# design 1

==> config.mk <==
export PLATFORM = sky130hd
export DESIGN_NAME = ir_sensor_scheduler_flat
export DESIGN_NICKNAME = d
export VERILOG_FILES = /design/src/rtl/ir_sensor_scheduler_if.sv /design/src/rtl/ir_sensor_scheduler.sv /design/src/flat_wrapper.sv
export SDC_FILE = /design/constraint.sdc
export NUM_CORES = 1
export LEC_CHECK = 0
export ABC_CLOCK_PERIOD_IN_PS = 2870
export CAP_MARGIN = 0
export CORE_MARGIN = 1
export CORE_UTILIZATION = 47
export CTS_BUF_LIST = sky130_fd_sc_hd__clkbuf_16
export DETAILED_ROUTE_END_ITERATION = 8
export HOLD_SLACK_MARGIN = 0.05
export PLACE_DENSITY = 0.69
export SETUP_SLACK_MARGIN = 0.02
export SYNTH_ARGS = -nofsm -noshare
export SYNTH_HDL_FRONTEND = slang
export SYNTH_SLANG_ARGS = --single-unit
==> constraint.sdc <==
create_clock -name clock -period 2.87 [get_ports clock]
set_clock_uncertainty 0.05 [all_clocks]
set_input_delay 0.574 -clock clock [delete_from_list [all_inputs] [get_ports clock]]
set_output_delay 0.574 -clock clock [all_outputs]
set_load 0.01 [all_outputs]
==> src/rtl/ir_sensor_scheduler_if.sv <==
// Interface bundle for ir_sensor_scheduler.
//   master : the scheduler (samples enable/ir_in, drives results and drive pins)
//   slave  : the host/register side and sensor pad side
// Signals:
//   enable       run sweeps while high
//   ir_in        sensor inputs, 0 = capacitor discharged (pre-synchronised)
//   ir_drive     charge drive, one-hot or zero
//   sample_value last measured discharge time
//   sample_ch    channel of sample_value
//   sample_valid one-cycle pulse per new sample
//   sweep_done   one-cycle pulse when the last channel was sampled
//   black        per-channel dark flag
interface ir_sensor_scheduler_if #(
    parameter int N_CH  = 4,
    parameter int CNT_W = 20
);
    localparam int CH_W = $clog2(N_CH);

    logic                enable;
    logic [N_CH-1:0]     ir_in;
    logic [N_CH-1:0]     ir_drive;
    logic [CNT_W-1:0]    sample_value;
    logic [CH_W-1:0]     sample_ch;
    logic                sample_valid;
    logic                sweep_done;
    logic [N_CH-1:0]     black;

    modport master (
        input  enable, ir_in,
        output ir_drive, sample_value, sample_ch, sample_valid, sweep_done, black
    );

    modport slave (
        output enable, ir_in,
        input  ir_drive, sample_value, sample_ch, sample_valid, sweep_done, black
    );
endinterface

==> src/rtl/ir_sensor_scheduler.sv <==
// ir_sensor_scheduler: time-multiplexed RC-discharge IR floor sensor controller.
// One channel at a time is charged for CHARGE_CYCLES clocks, then its discharge
// time is counted (capped at TIMEOUT), then published for one STORE cycle.
// Ports:
//   clock  system clock, rising edge
//   reset  asynchronous active-low reset
//   bus    ir_sensor_scheduler_if.master (enable, ir_in in; ir_drive,
//          sample_value, sample_ch, sample_valid, sweep_done, black out)
// Optional build macro IR_DEBOUNCE_EN: black[ch] only sets after DEBOUNCE
// consecutive dark samples on that channel; a light sample clears it at once.
// Without it black[ch] is just the dark result of the channel's latest sample.
module ir_sensor_scheduler #(
    parameter int N_CH          = 4,
    parameter int CNT_W         = 20,
    parameter int CHARGE_CYCLES = 2048,
    parameter int TIMEOUT       = 2000,
    parameter int THRESHOLD     = 1200,
    parameter int DEBOUNCE      = 8
) (
    input  logic clock,
    input  logic reset,
    ir_sensor_scheduler_if.master bus
);
    localparam int CH_W = $clog2(N_CH);
    localparam logic [CNT_W-1:0] CC_LAST = CNT_W'(CHARGE_CYCLES - 1);
    localparam logic [CNT_W-1:0] TO      = CNT_W'(TIMEOUT);
    localparam logic [31:0]      TH32    = 32'(THRESHOLD);

    typedef enum logic [1:0] {IDLE, CHARGE, MEASURE, STORE} state_t;

    state_t           state, state_nxt;
    logic [CH_W-1:0]  ch, ch_nxt, ch_q;
    logic [CNT_W-1:0] cnt, cnt_nxt, meas_val, meas_nxt, value_q;
    logic [N_CH-1:0]  drive_q, drive_nxt, black_q;
    logic             valid_q, done_q, commit, last_ch, dark;

    assign last_ch = (ch == CH_W'(N_CH - 1));
    assign dark    = (32'(meas_val) >= TH32);

    // State register
    always_ff @(posedge clock or negedge reset) begin
        if (!reset) state <= IDLE;
        else        state <= state_nxt;
    end

    // Next-state logic; enable is only looked at in IDLE and STORE so a
    // channel in flight always runs to completion.
    always_comb begin
        state_nxt = state;
        case (state)
            IDLE:    if (bus.enable) state_nxt = CHARGE;
            CHARGE:  if (cnt == CC_LAST) state_nxt = MEASURE;
            MEASURE: if (!bus.ir_in[ch] || cnt == TO) state_nxt = STORE;
            STORE:   state_nxt = bus.enable ? CHARGE : IDLE;
            default: state_nxt = IDLE;
        endcase
    end

    // Output / datapath next values. The counter returns to 0 on every phase
    // change, so it only ever counts up within a phase and never wraps.
    always_comb begin
        cnt_nxt   = '0;
        meas_nxt  = meas_val;
        ch_nxt    = ch;
        drive_nxt = '0;
        commit    = 1'b0;
        case (state)
            CHARGE:  if (cnt != CC_LAST) cnt_nxt = cnt + CNT_W'(1);
            MEASURE: begin
                // Low input wins; at cnt==TIMEOUT both branches give TIMEOUT.
                if (!bus.ir_in[ch])  meas_nxt = cnt;
                else if (cnt == TO)  meas_nxt = TO;
                else                 cnt_nxt  = cnt + CNT_W'(1);
            end
            STORE: begin
                commit = 1'b1;
                ch_nxt = last_ch ? '0 : ch + CH_W'(1);
            end
            default: ;
        endcase
        // Drive is registered from the next state so it is high exactly
        // during the CHARGE_CYCLES clocks of the CHARGE state.
        if (state_nxt == CHARGE) drive_nxt[ch_nxt] = 1'b1;
    end

    always_ff @(posedge clock or negedge reset) begin
        if (!reset) begin
            cnt      <= '0;
            meas_val <= '0;
            ch       <= '0;
            drive_q  <= '0;
            value_q  <= '0;
            ch_q     <= '0;
            valid_q  <= 1'b0;
            done_q   <= 1'b0;
        end else begin
            cnt      <= cnt_nxt;
            meas_val <= meas_nxt;
            ch       <= ch_nxt;
            drive_q  <= drive_nxt;
            valid_q  <= commit;
            done_q   <= commit & last_ch;
            if (commit) begin
                value_q <= meas_val;
                ch_q    <= ch;
            end
        end
    end

    // Per-channel dark flag, updated on the same edge as sample_valid.
    for (genvar i = 0; i < N_CH; i++) begin : g_ch
        logic hit, blk;
        assign hit        = commit && (ch == CH_W'(i));
        assign black_q[i] = blk;
`ifdef IR_DEBOUNCE_EN
        localparam int DBW = $clog2(DEBOUNCE + 1);
        localparam logic [DBW-1:0] DB_MAX = DBW'(DEBOUNCE);
        logic [DBW-1:0] dbc;
        always_ff @(posedge clock or negedge reset) begin
            if (!reset) begin
                dbc <= '0;
                blk <= 1'b0;
            end else if (hit) begin
                if (!dark) begin
                    dbc <= '0;
                    blk <= 1'b0;
                end else if (dbc != DB_MAX) begin
                    dbc <= dbc + DBW'(1);
                    if (dbc + DBW'(1) == DB_MAX) blk <= 1'b1;
                end
            end
        end
`else
        always_ff @(posedge clock or negedge reset) begin
            if (!reset)   blk <= 1'b0;
            else if (hit) blk <= dark;
        end
`endif
    end

    assign bus.ir_drive     = drive_q;
    assign bus.sample_value = value_q;
    assign bus.sample_ch    = ch_q;
    assign bus.sample_valid = valid_q;
    assign bus.sweep_done   = done_q;
    assign bus.black        = black_q;
endmodule

==> src/flat_wrapper.sv <==
// flat-port wrapper written by rule: the top's interface ports become plain ports
module ir_sensor_scheduler_flat 
#(
    parameter int N_CH          = 4,
    parameter int CNT_W         = 20,
    parameter int CHARGE_CYCLES = 2048,
    parameter int TIMEOUT       = 2000,
    parameter int THRESHOLD     = 1200,
    parameter int DEBOUNCE      = 8
)
  (clock, reset, bus_enable, bus_ir_in, bus_ir_drive, bus_sample_value, bus_sample_ch, bus_sample_valid, bus_sweep_done, bus_black);
  ir_sensor_scheduler_if #(.N_CH(N_CH), .CNT_W(CNT_W)) bus_i ();
  input  logic clock;
  input  logic reset;
  input wire logic [$bits(bus_i.enable)-1:0] bus_enable;
  input wire logic [$bits(bus_i.ir_in)-1:0] bus_ir_in;
  output wire logic [$bits(bus_i.ir_drive)-1:0] bus_ir_drive;
  output wire logic [$bits(bus_i.sample_value)-1:0] bus_sample_value;
  output wire logic [$bits(bus_i.sample_ch)-1:0] bus_sample_ch;
  output wire logic [$bits(bus_i.sample_valid)-1:0] bus_sample_valid;
  output wire logic [$bits(bus_i.sweep_done)-1:0] bus_sweep_done;
  output wire logic [$bits(bus_i.black)-1:0] bus_black;
  assign bus_i.enable = bus_enable;
  assign bus_i.ir_in = bus_ir_in;
  assign bus_ir_drive = bus_i.ir_drive;
  assign bus_sample_value = bus_i.sample_value;
  assign bus_sample_ch = bus_i.sample_ch;
  assign bus_sample_valid = bus_i.sample_valid;
  assign bus_sweep_done = bus_i.sweep_done;
  assign bus_black = bus_i.black;
  ir_sensor_scheduler #(.N_CH(N_CH), .CNT_W(CNT_W), .CHARGE_CYCLES(CHARGE_CYCLES), .TIMEOUT(TIMEOUT), .THRESHOLD(THRESHOLD), .DEBOUNCE(DEBOUNCE)) u_core (.clock(clock), .reset(reset), .bus(bus_i));
endmodule
# design 2

[src/rtl/axil_wr_arbiter.sv]
// N-to-1 arbiter for the AXI4-Lite write path (AW, W, B).
// Serves one write transaction at a time. Masters are chosen round-robin,
// starting from the master after the one that finished most recently.
// A master is only considered once it presents both AW and W.
// Read channels are not handled here.
module axil_wr_arbiter #(
  parameter int NUM_M  = 2,   // 2..8 upstream masters
  parameter int ADDR_W = 32,
  parameter int DATA_W = 32   // 32 or 64
) (
  input  logic                      aclk,
  input  logic                      aresetn,
  // upstream (slave-side) ports, master i occupies slice i
  input  logic [NUM_M-1:0]          s_awvalid,
  output logic [NUM_M-1:0]          s_awready,
  input  logic [NUM_M*ADDR_W-1:0]   s_awaddr,
  input  logic [NUM_M-1:0]          s_wvalid,
  output logic [NUM_M-1:0]          s_wready,
  input  logic [NUM_M*DATA_W-1:0]   s_wdata,
  input  logic [NUM_M*DATA_W/8-1:0] s_wstrb,
  output logic [NUM_M-1:0]          s_bvalid,
  input  logic [NUM_M-1:0]          s_bready,
  output logic [2*NUM_M-1:0]        s_bresp,
  // downstream (master-side) port
  output logic                      m_awvalid,
  input  logic                      m_awready,
  output logic [ADDR_W-1:0]         m_awaddr,
  output logic                      m_wvalid,
  input  logic                      m_wready,
  output logic [DATA_W-1:0]         m_wdata,
  output logic [DATA_W/8-1:0]       m_wstrb,
  input  logic                      m_bvalid,
  output logic                      m_bready,
  input  logic [1:0]                m_bresp,
  // status
  output logic                      busy,
  output logic [2:0]                grant_idx
);

  localparam int STRB_W = DATA_W / 8;
  localparam logic [2:0] LAST_RST = 3'(NUM_M - 1);

  // Reject illegal parameter values at elaboration time.
  if (NUM_M < 2 || NUM_M > 8) begin : g_bad_num_m
    $error("axil_wr_arbiter: NUM_M must be in 2..8");
  end
  if (DATA_W != 32 && DATA_W != 64) begin : g_bad_data_w
    $error("axil_wr_arbiter: DATA_W must be 32 or 64");
  end

  typedef enum logic [1:0] {
    ST_IDLE = 2'd0,
    ST_ADDR = 2'd1,
    ST_RESP = 2'd2
  } state_e;

  state_e     state_q,   state_d;
  logic [2:0] grant_q,   grant_d;
  logic [2:0] last_q,    last_d;
  logic       aw_done_q, aw_done_d;
  logic       w_done_q,  w_done_d;

  logic [NUM_M-1:0]  req;
  logic [NUM_M-1:0]  grant_oh;
  logic              rr_found;
  logic [2:0]        rr_winner;
  logic              sel_awvalid;
  logic              sel_wvalid;
  logic              sel_bready;
  logic              aw_hs;
  logic              w_hs;

  // A master is eligible only when both its address and data are offered.
  assign req = s_awvalid & s_wvalid;

  // Decode the registered grant index into a one-hot lane select.
  always_comb begin
    // NOTE: every combinational output gets a default before any branch, so no path can leave it unassigned and infer a latch.
    grant_oh = '0;
    for (int i = 0; i < NUM_M; i++) begin
      grant_oh[i] = (grant_q == 3'(i));
    end
  end

  // Round-robin pick: first requester at or after last+1, wrapping.
  // Scanning distances from far to near lets the nearest one win.
  always_comb begin
    rr_found  = 1'b0;
    rr_winner = '0;
    for (int k = NUM_M; k >= 1; k--) begin
      for (int i = 0; i < NUM_M; i++) begin
        if (req[i] && ((int'(last_q) + k) % NUM_M) == i) begin
          rr_found  = 1'b1;
          rr_winner = 3'(i);
        end
      end
    end
  end

  // Route the granted master's payload and handshake inputs downstream.
  always_comb begin
    sel_awvalid = 1'b0;
    sel_wvalid  = 1'b0;
    sel_bready  = 1'b0;
    m_awaddr    = '0;
    m_wdata     = '0;
    m_wstrb     = '0;
    for (int i = 0; i < NUM_M; i++) begin
      if (grant_oh[i]) begin
        sel_awvalid = s_awvalid[i];
        sel_wvalid  = s_wvalid[i];
        sel_bready  = s_bready[i];
        m_awaddr    = s_awaddr[i*ADDR_W +: ADDR_W];
        m_wdata     = s_wdata[i*DATA_W +: DATA_W];
        m_wstrb     = s_wstrb[i*STRB_W +: STRB_W];
      end
    end
  end

  // Transaction sequencer: next state plus all handshake outputs.
  // Readies depend only on registered state and downstream readies,
  // never on an upstream valid.
  always_comb begin
    state_d   = state_q;
    grant_d   = grant_q;
    last_d    = last_q;
    aw_done_d = aw_done_q;
    w_done_d  = w_done_q;
    s_awready = '0;
    s_wready  = '0;
    s_bvalid  = '0;
    m_awvalid = 1'b0;
    m_wvalid  = 1'b0;
    m_bready  = 1'b0;
    aw_hs     = 1'b0;
    w_hs      = 1'b0;

    unique case (state_q)
      ST_IDLE: begin
        if (rr_found) begin
          grant_d = rr_winner;
          state_d = ST_ADDR;
        end
      end

      ST_ADDR: begin
        m_awvalid = sel_awvalid & ~aw_done_q;
        s_awready = grant_oh & {NUM_M{m_awready & ~aw_done_q}};
        m_wvalid  = sel_wvalid & ~w_done_q;
        s_wready  = grant_oh & {NUM_M{m_wready & ~w_done_q}};
        aw_hs     = m_awvalid & m_awready;
        w_hs      = m_wvalid & m_wready;
        if (aw_hs) aw_done_d = 1'b1;
        if (w_hs)  w_done_d  = 1'b1;
        // Both channels done, either earlier or in this very cycle.
        if ((aw_done_q | aw_hs) && (w_done_q | w_hs)) begin
          state_d   = ST_RESP;
          aw_done_d = 1'b0;
          w_done_d  = 1'b0;
        end
      end

      ST_RESP: begin
        m_bready = sel_bready;
        s_bvalid = grant_oh & {NUM_M{m_bvalid}};
        if (m_bvalid && sel_bready) begin
          last_d  = grant_q;
          state_d = ST_IDLE;
        end
      end

      default: begin
        state_d = ST_IDLE;
      end
    endcase
  end

  // State and bookkeeping registers; reset abandons any transaction.
  always_ff @(posedge aclk or negedge aresetn) begin
    if (!aresetn) begin
      state_q   <= ST_IDLE;
      grant_q   <= '0;
      last_q    <= LAST_RST;
      aw_done_q <= 1'b0;
      w_done_q  <= 1'b0;
    end else begin
      // NOTE: registers use non-blocking assignment so every flop samples pre-edge values regardless of statement order.
      state_q   <= state_d;
      grant_q   <= grant_d;
      last_q    <= last_d;
      aw_done_q <= aw_done_d;
      w_done_q  <= w_done_d;
    end
  end

  // Write response code goes to every lane; only the granted lane sees bvalid.
  assign s_bresp   = {NUM_M{m_bresp}};
  assign busy      = (state_q != ST_IDLE);
  assign grant_idx = grant_q;

endmodule

[config.mk]
export PLATFORM = sky130hd
export DESIGN_NAME = axil_wr_arbiter
export DESIGN_NICKNAME = d
export VERILOG_FILES = /design/src/rtl/axil_wr_arbiter.sv
export SDC_FILE = /design/constraint.sdc
export NUM_CORES = 1
export LEC_CHECK = 0
export CORE_AREA = 2 2 92 94
export DETAILED_ROUTE_END_ITERATION = 10
export DIE_AREA = 0 0 94 96
export GPL_TIMING_DRIVEN = 0
export PLACE_DENSITY = 0.66
export REMOVE_ABC_BUFFERS = 1
export SLEW_MARGIN = 20
export SYNTH_ARGS = -nofsm -noshare
export SYNTH_HDL_FRONTEND = slang
export SYNTH_SLANG_ARGS = --single-unit
[constraint.sdc]
create_clock -name aclk -period 3.5 [get_ports aclk]
set_clock_uncertainty 0.05 [all_clocks]
set_input_delay 0.7 -clock aclk [delete_from_list [all_inputs] [get_ports aclk]]
set_output_delay 0.7 -clock aclk [all_outputs]
set_load 0.01 [all_outputs]
# design 3

$ cat config.mk
export PLATFORM = sky130hd
export DESIGN_NAME = stream_fifo
export DESIGN_NICKNAME = d
export VERILOG_FILES = /design/src/rtl/stream_fifo.sv
export SDC_FILE = /design/constraint.sdc
export NUM_CORES = 1
export LEC_CHECK = 0
export ABC_CLOCK_PERIOD_IN_PS = 4300
export CAP_MARGIN = 20
export CORE_MARGIN = 2
export CORE_UTILIZATION = 40
export DETAILED_ROUTE_END_ITERATION = 6
export SLEW_MARGIN = 20
export SYNTH_ARGS = -nofsm -noshare
export SYNTH_HDL_FRONTEND = slang
export SYNTH_SLANG_ARGS = --single-unit
$ cat constraint.sdc
create_clock -name clk -period 4.3 [get_ports clk]
set_clock_uncertainty 0.05 [all_clocks]
set_input_delay 0.86 -clock clk [delete_from_list [all_inputs] [get_ports clk]]
set_output_delay 0.86 -clock clk [all_outputs]
set_load 0.03 [all_outputs]
$ cat src/rtl/stream_fifo.sv
// First-word-fall-through valid/ready FIFO, any DEPTH >= 2; a push into an empty FIFO is visible one cycle later.
// in_ready drops only when full (a same-cycle pop does not free a slot); out_valid follows level != 0.
module stream_fifo #(
    parameter int DEPTH    = 16,
    parameter int WIDTH    = 8,
    parameter int AF_LEVEL = DEPTH - 2,
    parameter int AE_LEVEL = 2,
    localparam int CW      = $clog2(DEPTH + 1)
) (
    input  logic             clk,
    input  logic             rst_n,
    input  logic             flush,
    input  logic             in_valid,
    input  logic [WIDTH-1:0] in_data,
    output logic             in_ready,
    output logic             out_valid,
    output logic [WIDTH-1:0] out_data,
    input  logic             out_ready,
    output logic [CW-1:0]    level,
    output logic             almost_full,
    output logic             almost_empty,
    output logic [CW-1:0]    peak_level
);

    localparam int PW = (DEPTH > 1) ? $clog2(DEPTH) : 1;
    localparam logic [PW-1:0] LAST_PTR = PW'(DEPTH - 1);
    localparam logic [CW-1:0] FULL_LVL = CW'(DEPTH);
    localparam logic [CW-1:0] AF_LVL   = CW'(AF_LEVEL);
    localparam logic [CW-1:0] AE_LVL   = CW'(AE_LEVEL);

    logic [WIDTH-1:0] mem_q [DEPTH];
    logic [PW-1:0]    wr_ptr_q, wr_ptr_d;
    logic [PW-1:0]    rd_ptr_q, rd_ptr_d;
    logic [CW-1:0]    level_q, level_d;
    logic [CW-1:0]    peak_q, peak_d;
    logic             push, pop;

    assign in_ready     = (level_q != FULL_LVL);
    assign out_valid    = (level_q != '0);
    assign push         = in_valid && in_ready;
    assign pop          = out_valid && out_ready;
    assign out_data     = mem_q[rd_ptr_q];
    assign level        = level_q;
    assign peak_level   = peak_q;
    assign almost_full  = (level_q >= AF_LVL);
    assign almost_empty = (level_q <= AE_LVL);

    always_comb begin
        wr_ptr_d = wr_ptr_q;
        rd_ptr_d = rd_ptr_q;
        level_d  = level_q;
        peak_d   = peak_q;
        if (flush) begin
            wr_ptr_d = '0;
            rd_ptr_d = '0;
            level_d  = '0;
            peak_d   = '0;
        end else begin
            // Explicit wrap so non-power-of-two depths never index past DEPTH-1
            if (push) begin
                wr_ptr_d = (wr_ptr_q == LAST_PTR) ? '0 : wr_ptr_q + PW'(1);
            end
            if (pop) begin
                rd_ptr_d = (rd_ptr_q == LAST_PTR) ? '0 : rd_ptr_q + PW'(1);
            end
            case ({push, pop})
                2'b10:   level_d = level_q + CW'(1);
                2'b01:   level_d = level_q - CW'(1);
                default: level_d = level_q;
            endcase
            peak_d = (level_d > peak_q) ? level_d : peak_q;
        end
    end

    always_ff @(posedge clk or negedge rst_n) begin
        if (!rst_n) begin
            wr_ptr_q <= '0;
            rd_ptr_q <= '0;
            level_q  <= '0;
            peak_q   <= '0;
        end else begin
            wr_ptr_q <= wr_ptr_d;
            rd_ptr_q <= rd_ptr_d;
            level_q  <= level_d;
            peak_q   <= peak_d;
        end
    end

    // Storage is not reset; a flushed-cycle push is simply dropped
    always_ff @(posedge clk) begin
        if (push && !flush) begin
            mem_q[wr_ptr_q] <= in_data;
        end
    end

    always_ff @(posedge clk) begin
        if (rst_n) begin
            assert (AF_LEVEL >= 1 && AF_LEVEL <= DEPTH)
                else $error("stream_fifo: AF_LEVEL out of range");
            assert (AE_LEVEL >= 0 && AE_LEVEL <= DEPTH - 1)
                else $error("stream_fifo: AE_LEVEL out of range");
            assert (level_q <= FULL_LVL)
                else $error("stream_fifo: level exceeds DEPTH");
        end
    end

endmodule
Figure 1. The clock network (design 1).
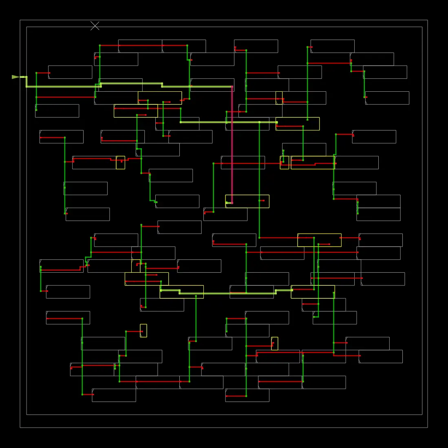
CTS sink count: 76
clock latency on the worst-skew pair: 320 ps

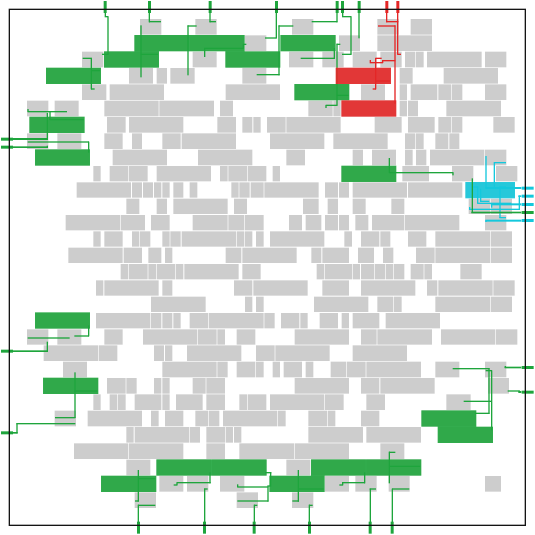
Figure 2: design 1, port wiring.
Drawn at 6 px/µm.
legend:
  bus_ir_in:
    color: cyan
    direction: input
    edge: right
    end_cells: 1
    wire: 58.8 µm
  bus_sample_value:
    color: green
    direction: output
    edge: 7 top, 6 bottom, 4 left, 3 right
    end_cells: 20
    wire: 357 µm
  bus_sample_ch:
    color: red
    direction: output
    edge: top
    end_cells: 2
    wire: 40.1 µm
I/O pin cnt: 39
number of port buffers: 38

==> GITHUB_STEP_SUMMARY, design 1 <==
## Implementation flow summary

| Metric | Value |
|---|---|
| Final WL | `5.99 mm` |
| Int Pwr | `1.75 mW` |
| Crit. End Element | `flip-flop` |
| Non-clock inverter count | `12` |
| Sequential power | `1.13 mW` |
| Status | `finished, violations left` |
| Most frequent cell after synthesis | `dfrtp_1` |
| Cell type with the largest total area | `dfrtp_1` |
| Vias | `2176` |
| Final net count | `333` |
| Synth Flop Type | `dfrtp_1` |
| Storage cell area | `0.00190 mm²` |
| DP Cell Count | `401` |
| Sequential-to-total area share from yosys stat | `57.7%` |
| Final Cell Area | `0.00401 mm²` |
| Comb_multi_in | `175` |
| DP Worst Slack | `152 ps` |
| CP Capture Point | `u_core.meas_val[3]` |
| Violated checks | `design-rule violations` |
| Slew @ Worst Pin | `1280 ps` |
| Largest net degree at the start of global routing | `77` |
| Leakage power | `1.71 nW` |
| CTS clk-pin slew, worst paths | `50 ps` |
| Remaining DRCs | `1` |
| Fmax | `0.425 GHz` |
| CTS Buf Count | `9` |
| Combinational share of cell area | `32.0%` |
| Mapped Area | `0.00330 mm²` |
| Worst R2R End | `u_core.meas_val[3]` |
| Tapcells | `96` |
-- design 1: routing by layer --
layer | vias to the layer above | track usage, % | part of all wire (%)
met1 | 1083 | 23.6 | 49
met3 | 4 | 5.20 | 3.2
met5 | - | 0 | 0
li1 | 1052 | - | -
met2 | 37 | 28.4 | 47
met4 | 0 | 4.85 | 0.83
-- design 1: state kept, by name, summed over array words and instances (netlist names), 2 cells and up --
name / count
u_core.bus.ir_drive: 4
u_core.bus.sample_ch: 2
u_core.bus.sample_value: 20
u_core.ch: 2
u_core.cnt: 20
u_core.g_ch.blk: 4
u_core.meas_val: 20
u_core.state: 2
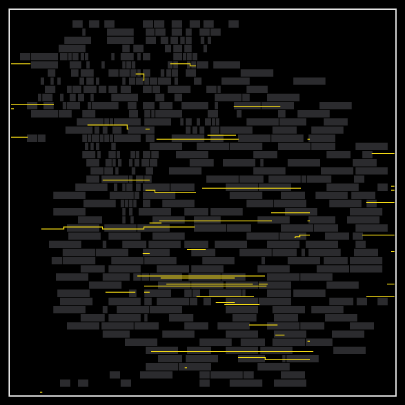
Figure 3: design 3, met3 routing.
Drawn at 3 px/µm. Cells faint in the background.
longest straight run: 53.8 µm
wire length on this layer: 611 µm
share of all routed wire: 4.9%
main direction: horizontal
met3 Resource Use GR: 3.70%
vias: 3290
final WL: 12.4 mm

==> GITHUB_STEP_SUMMARY, design 3 <==
## Implementation flow summary

| Metric | Value |
|---|---|
| Cell type with the largest total area | `edfxtp_1` |
| Floorplan core density | `40.9%` |
| Slew HR | `45.6%` |
| Reg2Reg Setup Slack | `530 ps` |
| # rows | `45` |
| Setup TNS | `0 ps` |
| Crit. End Element | `flip-flop` |
| Slew @ Worst Pin | `814 ps` |
| Worst R2R End | `peak_level[4]` |
| Clock latency on the worst-skew pair | `420 ps` |
| Clock group total power | `1.26 mW` |
| Biggest area cells | `edfxtp_1 (62%), mux4_2 (15%), dfrtp_1 (7.3%), ha_1 (2.4%), nor2_1 (1.6%)` |
| Max Cap Viol | `0` |
| Post-Syn Instances | `347` |
| Status | `finished, final reports clean` |
| Layout area overhead | `19.4%` |
| GR peak layer | `met2` |
| Final net count | `435` |
| Top Family by Delay on Critical Path | `AND-OR/OR-AND gates` |
## design 3: metrics by stage
step	worst slack, ps	area [µm²]	std cells	hold slack (ps)
3_3_place_gp	201	6890	579	485
4_1_cts	507	7390	611	527
3_5_place_dp	103	6890	579	507
6_report	490	7390	611	512
5_1_grt	165	7390	611	543
2_1_floorplan	297	6190	347	454
## design 3: final cells by class
cell class / instances / area [µm²]
Clock buffer: 21 / 440
Clock inverter: 11 / 63.8
Fill cell: 1280 / 7750
Inverter: 15 / 56.3
Multi-Input combinational cell: 168 / 1740
Sequential cell: 146 / 4300
Tap cell: 188 / 235
Timing Repair Buffer: 62 / 563
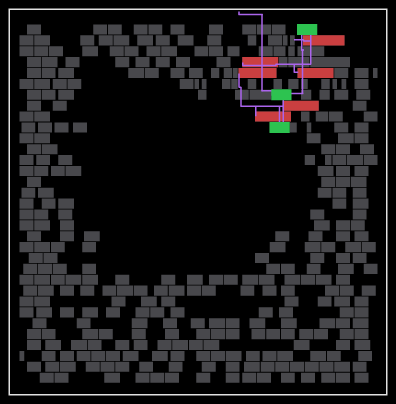
Figure 4: design 2, routed clock nets over the placement.
Drawn at 4 px/µm.
legend:
  flip-flops:
    color: red
    count: 6
  clock-net drivers:
    color: green
    count: 3
  clock wires:
    color: purple
    length: 123 µm
flops lie: top right
clock network power share: 6.0%
clock latency on the worst-skew pair: 230 ps

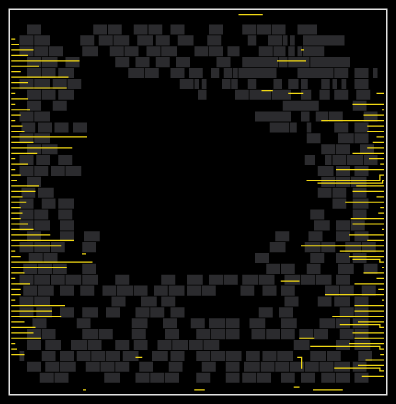
Figure 5: design 2, met3 routing.
Drawn at 4 px/µm. Cells faint in the background.
nets with wire on the layer: 120
longest straight run: 20.5 µm
share of all routed wire: 11%
main direction: horizontal
met3 Resource Use GR: 3.76%
final WL: 6.34 mm
vias: 1899

==> GITHUB_STEP_SUMMARY, design 2 <==
## Implementation flow summary

| Metric | Value |
|---|---|
| Layout Utilization | `45.3%` |
| Period Utilization, post-route | `82.3%` |
| Critical Path Max Stage Delay | `690 ps` |
| Met3 WL | `720 µm` |
| Worst Path Max Fanout | `49` |
| Peak VDD IR | `199 µV` |
| Remaining DRCs | `0` |
| Non-clk bufs | `226` |
| Cell type with the largest total area | `mux2_2` |
| Status | `finished, final reports clean` |
| Leading cell kind | `buffers` |
| Yosys chip area | `0.00128 mm²` |
| Slowest-stage cell, CP | `dfrtp_4` |
| Chip height | `96 µm` |
| Top Family by Delay on Critical Path | `buffers and inverters` |
| Clk root buf | `clkbuf_8` |
| First-pass GRT wire length | `9.23 mm` |
| Fraction of area in registers | `4.26%` |
[design 2: per-stage QoR]
step | setup TNS, ps | setup WS (ps) | instance area, µm²
floorplan | 0 | 210 | 1180
global placement | -58730 | -921 | 3570
detailed placement | 0 | 630 | 3600
CTS | 0 | 601 | 3640
global route | 0 | 422 | 3640
finish | 0 | 620 | 3640
[design 2: cells by family after synthesis]
logic type             after synthesis
buffers and inverters               16
DFF                                  6
other                                1
and+or+nand+nor                     21
AOI/OAI and AO/OA                   13
muxes                               71
[design 2: state kept, by name (all words and copies together), names as in the netlist]
register   count
grant_idx      1
w_done_q       1
last_q         1
aw_done_q      1
state_q        2

==> notes/layouts.md <==
Pictures saved along the way, in no particular order.

Cells colored by class.
(a)
Drawn at 3 px/µm.
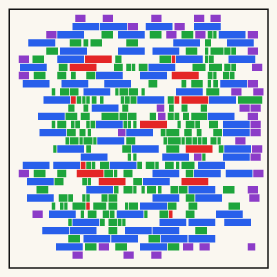
(b)
Drawn at 2 px/µm.
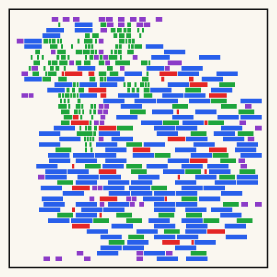
(c)
Drawn at 3 px/µm.
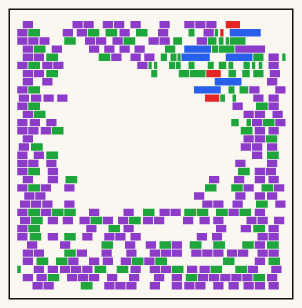
(a) comes from design 1.
(c) comes from design 2.
(b) comes from design 3.
- largest die: (b)
- fewest sequential cells: (c)


# design 4

Figure 6. Routed clock nets over the placement (design 4).
Drawn at 8 px/µm.
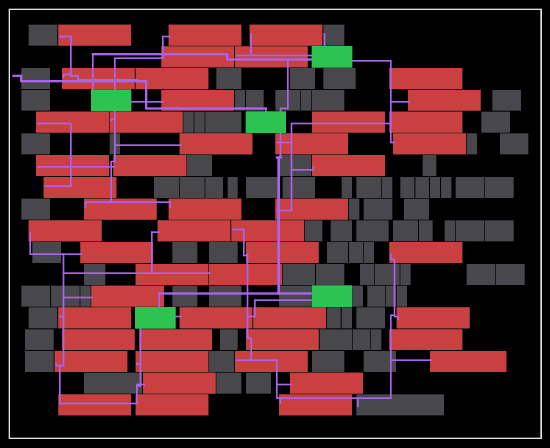

===== config.mk =====
export PLATFORM = sky130hd
export DESIGN_NAME = keypad_event_encoder
export DESIGN_NICKNAME = d
export VERILOG_FILES = /design/src/rtl/keypad_pkg.sv /design/src/rtl/keypad_debounce.sv /design/src/rtl/keypad_event_encoder.sv
export SDC_FILE = /design/constraint.sdc
export NUM_CORES = 1
export LEC_CHECK = 0
export CORE_ASPECT_RATIO = 0.8
export CORE_UTILIZATION = 54
export DETAILED_ROUTE_END_ITERATION = 7
export PLACE_DENSITY = 0.83
export SETUP_SLACK_MARGIN = 0.02
export SYNTH_ARGS = -nofsm -noshare
export SYNTH_HDL_FRONTEND = slang
export SYNTH_SLANG_ARGS = --single-unit
export TNS_END_PERCENT = 20

===== constraint.sdc =====
create_clock -name clk -period 2.3 [get_ports clk]
set_clock_uncertainty 0.2 [all_clocks]
set_input_delay 0.69 -clock clk [delete_from_list [all_inputs] [get_ports clk]]
set_output_delay 0.69 -clock clk [all_outputs]
set_load 0.005 [all_outputs]

===== src/rtl/keypad_pkg.sv =====
// ============================================================================
// Module : keypad_pkg
// Shared types and helpers for the keypad event encoder.
// Rev    : 1.0  initial release
// ============================================================================
`default_nettype none

package keypad_pkg;

    // Helpers operate on a fixed-width vector; callers zero-extend into it.
    localparam int MAX_KEYS   = 64;
    localparam int MAX_CODE_W = 6;

    typedef enum logic [0:0] {
        S_IDLE = 1'b0,
        S_HELD = 1'b1
    } state_t;

    // Highest set index wins; an all-zero vector yields 0.
    function automatic logic [MAX_CODE_W-1:0] prio_encode(input logic [MAX_KEYS-1:0] vec);
        logic [MAX_CODE_W-1:0] result;
        result = '0;
        for (int i = 0; i < MAX_KEYS; i++) begin
            if (vec[i]) begin
                result = MAX_CODE_W'(i);
            end
        end
        return result;
    endfunction

    function automatic logic popcount_gt1(input logic [MAX_KEYS-1:0] vec);
        return |(vec & (vec - MAX_KEYS'(1)));
    endfunction

endpackage

`default_nettype wire


===== src/rtl/keypad_debounce.sv =====
// ============================================================================
// Module : keypad_debounce
// Two-flop synchroniser plus vector-wide debounce of the raw key lines.
// Rev    : 1.0  initial release
// ============================================================================
`default_nettype none

module keypad_debounce
    import keypad_pkg::*;
#(
    parameter int N_KEYS          = 10,
    parameter int DEBOUNCE_CYCLES = 4
) (
    input  logic              clk,
    input  logic              rst,
    input  logic [N_KEYS-1:0] keypad,
    output logic [N_KEYS-1:0] deb
);

    localparam int              CNT_W    = (DEBOUNCE_CYCLES > 1) ? $clog2(DEBOUNCE_CYCLES) : 1;
    localparam logic [CNT_W-1:0] CNT_LAST = CNT_W'(DEBOUNCE_CYCLES - 1);

    logic [N_KEYS-1:0] s1;
    logic [N_KEYS-1:0] s2;
    logic [N_KEYS-1:0] cand;
    logic [CNT_W-1:0]  cnt;

    always_ff @(posedge clk or posedge rst) begin
        if (rst) begin
            s1 <= '0;
            s2 <= '0;
        end else begin
            s1 <= keypad;
            s2 <= s1;
        end
    end

    // Any change of the synchronised vector restarts the stability window.
    always_ff @(posedge clk or posedge rst) begin
        if (rst) begin
            cand <= '0;
            cnt  <= '0;
            deb  <= '0;
        end else if (s2 != cand) begin
            cand <= s2;
            cnt  <= '0;
        end else if (cnt == CNT_LAST) begin
            deb  <= cand;
        end else begin
            cnt  <= cnt + CNT_W'(1);
        end
    end

endmodule

`default_nettype wire


===== src/rtl/keypad_event_encoder.sv =====
// ============================================================================
// Module : keypad_event_encoder
// Debounced, priority-encoded keypad with one strobe per fresh press.
// Rev    : 1.0  initial release
// ============================================================================
`default_nettype none

module keypad_event_encoder
    import keypad_pkg::*;
#(
    parameter int N_KEYS          = 10,
    parameter int DEBOUNCE_CYCLES = 4,
    parameter int CODE_W          = $clog2(N_KEYS)
) (
    input  logic              clk,
    input  logic              rst,
    input  logic              enablen,
    input  logic [N_KEYS-1:0] keypad,
    output logic [CODE_W-1:0] code,
    output logic              key_valid,
    output logic              all_off,
    output logic              multi
);

    logic [N_KEYS-1:0]   deb;
    logic [MAX_KEYS-1:0] deb_ext;
    state_t              state;
    state_t              state_next;
    logic                key_valid_next;
    logic [CODE_W-1:0]   code_next;

    keypad_debounce #(
        .N_KEYS          (N_KEYS),
        .DEBOUNCE_CYCLES (DEBOUNCE_CYCLES)
    ) u_debounce (
        .clk    (clk),
        .rst    (rst),
        .keypad (keypad),
        .deb    (deb)
    );

    always_comb begin
        deb_ext             = '0;
        deb_ext[N_KEYS-1:0] = deb;
    end

    // A press seen while disabled still moves to S_HELD, so it needs a release first.
    always_comb begin
        state_next     = state;
        key_valid_next = 1'b0;
        code_next      = code;
        case (state)
            S_IDLE: begin
                if (deb != '0) begin
                    state_next = S_HELD;
                    if (!enablen) begin
                        key_valid_next = 1'b1;
                        code_next      = CODE_W'(prio_encode(deb_ext));
                    end
                end
            end
            S_HELD: begin
                if (deb == '0) begin
                    state_next = S_IDLE;
                end
            end
            default: state_next = S_IDLE;
        endcase
    end

    always_ff @(posedge clk or posedge rst) begin
        if (rst) begin
            state     <= S_IDLE;
            key_valid <= 1'b0;
            code      <= '0;
            all_off   <= 1'b1;
            multi     <= 1'b0;
        end else begin
            state     <= state_next;
            key_valid <= key_valid_next;
            code      <= code_next;
            all_off   <= (deb == '0);
            multi     <= popcount_gt1(deb_ext);
        end
    end

endmodule

`default_nettype wire


# design 5

<file path="src/rtl/prime_search_ctrl.sv">
// Search controller: gathers RNG words into a candidate, forces MSB/LSB, runs miller_rabin and retries on composite.
// Optional PRIME_SIEVE_EN adds a small-prime trial-division reject in COND before the tester is launched.
//
// state    | meaning
// ---------+-------------------------------------------------------------
// S_IDLE   | waiting for start; done pulses here on return
// S_GATHER | one RNG word per cycle into the candidate, low word first
// S_COND   | force MSB/LSB, count the try, optional sieve reject
// S_LAUNCH | one-cycle mr_reset pulse, wait counter cleared
// S_WAIT   | wait for tester verdict or timeout
module prime_search_ctrl #(
   parameter int WORDSIZE  = 32,
   parameter int MAX_TRIES = 256,
   parameter int ACCURACY  = 20,
   parameter int TIMEOUT   = 1048576
) (
   input  logic                    clk,
   input  logic                    reset,
   input  logic                    start,
   input  logic [15:0]             rng_word,
   input  logic                    mr_finish,
   input  logic                    mr_prime,
   output logic [WORDSIZE-1:0]     mr_candidate,
   output logic [2*WORDSIZE-1:0]   mr_accuracy,
   output logic                    mr_reset,
   output logic                    busy,
   output logic                    done,
   output logic                    prime_valid,
   output logic                    fail,
   output logic [WORDSIZE-1:0]     prime_out,
   output logic [15:0]             tries
);

   localparam int NW      = WORDSIZE / 16;
   localparam int WCW     = (NW > 1) ? $clog2(NW) : 1;
   localparam int TW_RAW  = $clog2(TIMEOUT + 1);
   localparam int TW      = (TW_RAW < 2) ? 2 : TW_RAW;
   localparam logic [15:0]          MAX_EFF    = (MAX_TRIES > 65535) ? 16'hFFFF : 16'(MAX_TRIES);
   localparam logic [WORDSIZE-1:0]  FORCE_MASK = {1'b1, {(WORDSIZE-2){1'b0}}, 1'b1};

   typedef enum logic [2:0] {
      S_IDLE,
      S_GATHER,
      S_COND,
      S_LAUNCH,
      S_WAIT
   } state_t;

   state_t              state_q, state_d;
   logic [WORDSIZE-1:0] cand_q, cand_d;
   logic [WCW-1:0]      word_cnt_q, word_cnt_d;
   logic [TW-1:0]       wait_cnt_q, wait_cnt_d;
   logic [15:0]         tries_q, tries_d;
   logic                prime_valid_q, prime_valid_d;
   logic                fail_q, fail_d;
   logic [WORDSIZE-1:0] prime_out_q, prime_out_d;
   logic                done_q, done_d;
   logic                sieve_hit;
   logic                composite;

`ifdef PRIME_SIEVE_EN
   logic [WORDSIZE-1:0] cand_forced;
   assign cand_forced = cand_q | FORCE_MASK;
   assign sieve_hit = ((cand_forced % WORDSIZE'(3))  == '0) ||
                      ((cand_forced % WORDSIZE'(5))  == '0) ||
                      ((cand_forced % WORDSIZE'(7))  == '0) ||
                      ((cand_forced % WORDSIZE'(11)) == '0) ||
                      ((cand_forced % WORDSIZE'(13)) == '0);
`else
   assign sieve_hit = 1'b0;
`endif

   always_ff @(posedge clk or negedge reset) begin
      if (!reset) begin
         state_q       <= S_IDLE;
         cand_q        <= '0;
         word_cnt_q    <= '0;
         wait_cnt_q    <= '0;
         tries_q       <= '0;
         prime_valid_q <= 1'b0;
         fail_q        <= 1'b0;
         prime_out_q   <= '0;
         done_q        <= 1'b0;
      end else begin
         state_q       <= state_d;
         cand_q        <= cand_d;
         word_cnt_q    <= word_cnt_d;
         wait_cnt_q    <= wait_cnt_d;
         tries_q       <= tries_d;
         prime_valid_q <= prime_valid_d;
         fail_q        <= fail_d;
         prime_out_q   <= prime_out_d;
         done_q        <= done_d;
      end
   end

   always_comb begin
      state_d       = state_q;
      cand_d        = cand_q;
      word_cnt_d    = word_cnt_q;
      wait_cnt_d    = wait_cnt_q;
      tries_d       = tries_q;
      prime_valid_d = prime_valid_q;
      fail_d        = fail_q;
      prime_out_d   = prime_out_q;
      done_d        = 1'b0;
      composite     = 1'b0;

      case (state_q)
         S_IDLE: begin
            if (start) begin
               tries_d       = '0;
               prime_valid_d = 1'b0;
               fail_d        = 1'b0;
               prime_out_d   = '0;
               word_cnt_d    = '0;
               state_d       = S_GATHER;
            end
         end
         S_GATHER: begin
            for (int k = 0; k < NW; k++) begin
               if (word_cnt_q == WCW'(k)) cand_d[16*k +: 16] = rng_word;
            end
            if (word_cnt_q == WCW'(NW - 1)) begin
               word_cnt_d = '0;
               state_d    = S_COND;
            end else begin
               word_cnt_d = word_cnt_q + WCW'(1);
            end
         end
         S_COND: begin
            cand_d  = cand_q | FORCE_MASK;
            tries_d = (tries_q == 16'hFFFF) ? tries_q : tries_q + 16'd1;
            if (sieve_hit) composite = 1'b1;
            else           state_d   = S_LAUNCH;
         end
         S_LAUNCH: begin
            wait_cnt_d = '0;
            state_d    = S_WAIT;
         end
         S_WAIT: begin
            wait_cnt_d = wait_cnt_q + TW'(1);
            // the first two WAIT cycles may still see a finish left over from the previous try
            if (mr_finish && (wait_cnt_q >= TW'(2))) begin
               if (mr_prime) begin
                  prime_out_d   = cand_q;
                  prime_valid_d = 1'b1;
                  done_d        = 1'b1;
                  state_d       = S_IDLE;
               end else begin
                  composite = 1'b1;
               end
            end else if (wait_cnt_q == TW'(TIMEOUT)) begin
               composite = 1'b1;
            end
         end
         default: state_d = S_IDLE;
      endcase

      // tries_d already holds the count including the current candidate
      if (composite) begin
         if (tries_d >= MAX_EFF) begin
            fail_d  = 1'b1;
            done_d  = 1'b1;
            state_d = S_IDLE;
         end else begin
            word_cnt_d = '0;
            state_d    = S_GATHER;
         end
      end
   end

   assign mr_candidate = cand_q;
   assign mr_accuracy  = (2*WORDSIZE)'(ACCURACY);
   assign mr_reset     = (state_q == S_LAUNCH);
   assign busy         = (state_q != S_IDLE);
   assign done         = done_q;
   assign prime_valid  = prime_valid_q;
   assign fail         = fail_q;
   assign prime_out    = prime_out_q;
   assign tries        = tries_q;

endmodule

</file>
<file path="config.mk">
export PLATFORM = sky130hd
export DESIGN_NAME = prime_search_ctrl
export DESIGN_NICKNAME = d
export VERILOG_FILES = /design/src/rtl/prime_search_ctrl.sv
export SDC_FILE = /design/constraint.sdc
export NUM_CORES = 1
export LEC_CHECK = 0
export ABC_AREA = 0
export CORE_MARGIN = 2
export CORE_UTILIZATION = 42
export DETAILED_ROUTE_END_ITERATION = 12
export GPL_ROUTABILITY_DRIVEN = 0
export PLACE_DENSITY = 0.78
export SLEW_MARGIN = 25
export SYNTH_ARGS = -nofsm -noshare
export SYNTH_HDL_FRONTEND = slang
export SYNTH_SLANG_ARGS = --single-unit
</file>
<file path="constraint.sdc">
create_clock -name clk -period 2.41 [get_ports clk]
set_input_delay 0.482 -clock clk [delete_from_list [all_inputs] [get_ports clk]]
set_output_delay 0.482 -clock clk [all_outputs]
set_load 0.01 [all_outputs]
</file>
Figure 7. The clock network (design 5).
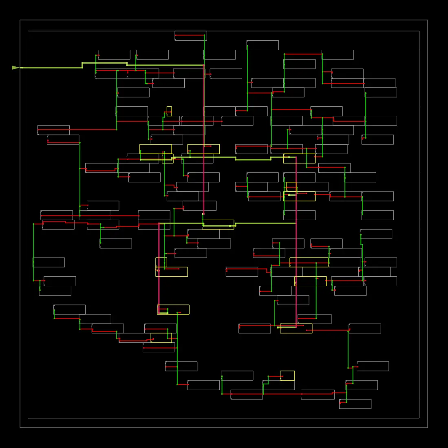
FFs & Latches: 108
CTS sink count: 108
clock group total power: 1.54 mW
clk_buf instances: 10
Worst Skew: 13.7 ps

==> GITHUB_STEP_SUMMARY, design 5 <==
## Implementation flow summary

| Metric | Value |
|---|---|
| Sequential-to-total area share from yosys stat | `50.0%` |
| First-pass GRT wire length | `22.6 mm` |
| Power Density | `905 mW/mm²` |
| Overall Global Routing Usage | `20.3%` |
| # setup viols final | `1` |
| Most frequent cell after synthesis | `nand2_1` |
| Violated checks | `negative setup slack` |
| Number of diodes | `0` |
| Slew HR | `63.3%` |
| CP startpoint | `tries[1]` |
| Mapped Area | `0.00540 mm²` |
| Worst R2R Path Depth | `7` |
| Top Layout Cells | `nand2_1 (152), dfrtp_1 (104), clkdlybuf4s50_1 (103), conb_1 (64), o21ai_0 (60)` |
| Final WS setup | `-4.55 ps` |
| Comb_multi_in | `457` |
| Log Warnings | `30` |
| Status | `finished, violations left` |
| CP Capture Point | `state_q[0]` |
| Area of the die | `0.0138 mm²` |
| Met1 usage | `27.9%` |
| Initial antenna violation count | `0` |
| Clock network power share | `23.3%` |
| Register share of total power | `38.6%` |
| HP Class | `in2async` |
| Clock latency on the worst-skew pair | `350 ps` |
| DP Worst Slack | `-374 ps` |
| Simple-Gate Area Share | `24.1%` |
design 5: layer usage:
layer / vias to the layer above / wire (µm) / share of wire [%]
met5: - / 0 / 0
met4: 0 / 252 / 1.7
met3: 22 / 905 / 6.2
met2: 184 / 7050 / 48
met1: 2325 / 6420 / 44
li1: 2223 / - / -
design 5: worst max-delay path, stage by stage, from the launching register on:
cell,delay (ps)
dfrtp_2,400
ha_4,150
nand4_4,120
or4_4,580
a31o_1,250
or4b_4,580
nor3_4,130
o21bai_1,130
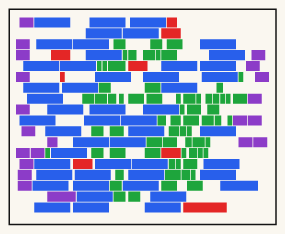
Figure 8: design 4, cells colored by class.
Drawn at 4 px/µm.
legend:
  clock drivers and dummy loads:
    color: red
    cells: 8
    share_of_their_area: 5.3%
  remaining logic cells:
    color: green
    cells: 68
    share_of_their_area: 24%
  sequential cells:
    color: blue
    cells: 50
    share_of_their_area: 60%
  remaining buffers and delay cells:
    color: purple
    cells: 21
    share_of_their_area: 11%
Final Cell Area: 0.00212 mm²
Layout Utilization: 68.3%
fraction of area in registers: 59.0%
# rows: 18

About Figure 6:
legend:
  clock wires:
    color: purple
    length: 466 µm
  flip-flops:
    color: red
    count: 50
  clock-net drivers:
    color: green
    count: 5
routed clock nets: 6
clock network power share: 37.1%
clock group total power: 0.585 mW
clock latency on the worst-skew pair: 300 ps

==> GITHUB_STEP_SUMMARY, design 4 <==
## Implementation flow summary

| Metric | Value |
|---|---|
| Status | `finished, final reports clean` |
| Die width | `66.3 µm` |
| YS warnings | `0` |
| Hold Fails Final Rpt | `0` |
| Met2 global-route usage | `27.2%` |
| Slew @ Worst Pin | `442 ps` |
| Number of diodes | `0` |
| RR Startpoint | `u_debounce.deb[2]` |
| Cell type with the largest total area | `dfrtp_1` |
| Synth cell types | `29` |
| Int Pwr | `1.27 mW` |
| Hold-critical path depth | `0` |
| GP Congestion | `0.810` |
| DRT iter0 DRCs | `55` |
| Layout area overhead | `18.8%` |
| Max Cap Viol | `0` |
| Unrepaired setup endpoints after global routing | `no` |
| Vias | `967` |
| Top Family by Delay on Critical Path | `flip-flops` |
| Sequential-to-total area share from yosys stat | `70.1%` |
| Period Utilization, post-route | `95.3%` |
| Area of the die | `0.00354 mm²` |
| Biggest area cells | `dfrtp_1 (69%), mux2_2 (6.3%), xnor2_1 (3.9%), nor2_1 (2.7%), clkbuf_1 (2.1%)` |
| Reg2Reg Setup Slack | `180 ps` |
design 4: flip-flops by register name, summed over array words and instances (netlist names):
name             flops
u_debounce.s1       10
u_debounce.cnt       2
u_debounce.deb      10
u_debounce.cand     10
state                1
key_valid            1
u_debounce.s2       10
code                 4
multi                1
all_off              1
design 4: area by class of cell:
cell class,instances,area [µm²]
repair buffers,21,218
flip-flops and latches,50,1250
clock buffers,6,72.6
fillers,214,986
clock inverters,2,37.5
inverters,6,22.5
well taps,40,50.0
multi-input cells,62,469

==> screenshots <==
Met3 routing.
shot_01.png
Drawn at 3 px/µm. Cells faint in the background.
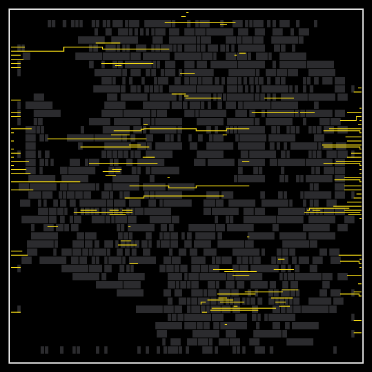
shot_02.png
Drawn at 6 px/µm. Cells faint in the background.
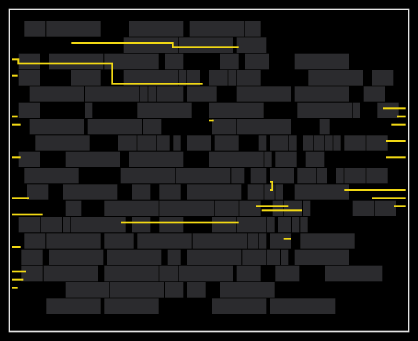
shot_01.png -> design 5
shot_02.png -> design 4
The one with the largest die is shot_01.png.

Key to shot_01.png:
longest straight run: 32.7 µm
main direction: horizontal
nets with wire on the layer: 106
share of all routed wire: 6.2%
wire length on this layer: 905 µm



## Gallery

Port wiring.
panel A
Drawn at 4 px/µm.
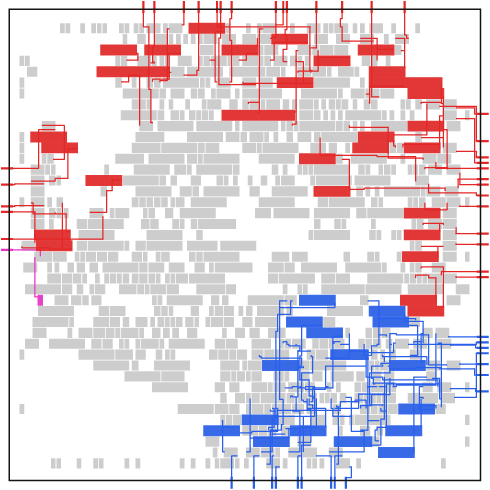
panel B
Drawn at 8 px/µm.
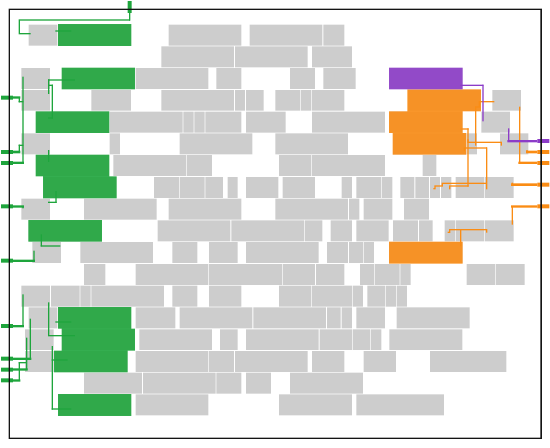
panel C
Drawn at 4 px/µm.
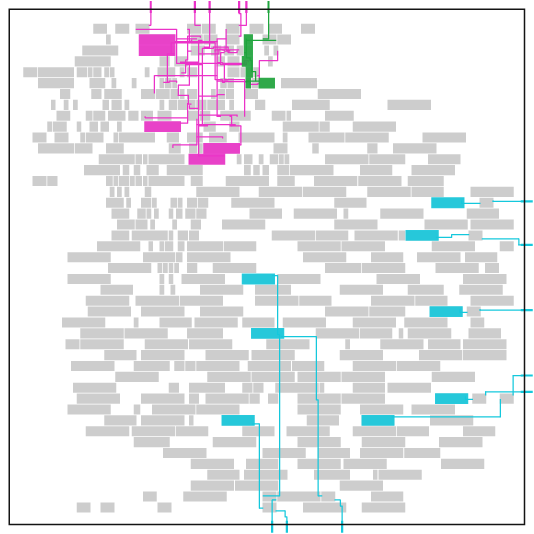
panel D
Drawn at 4 px/µm.
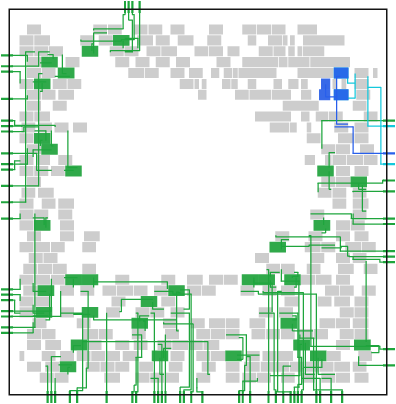
Design 5 is panel A.
Design 4 is panel B.
Design 2 is panel D.
Design 3 is panel C.

Power figures rest on the tool's default switching activity, not on a simulated workload.
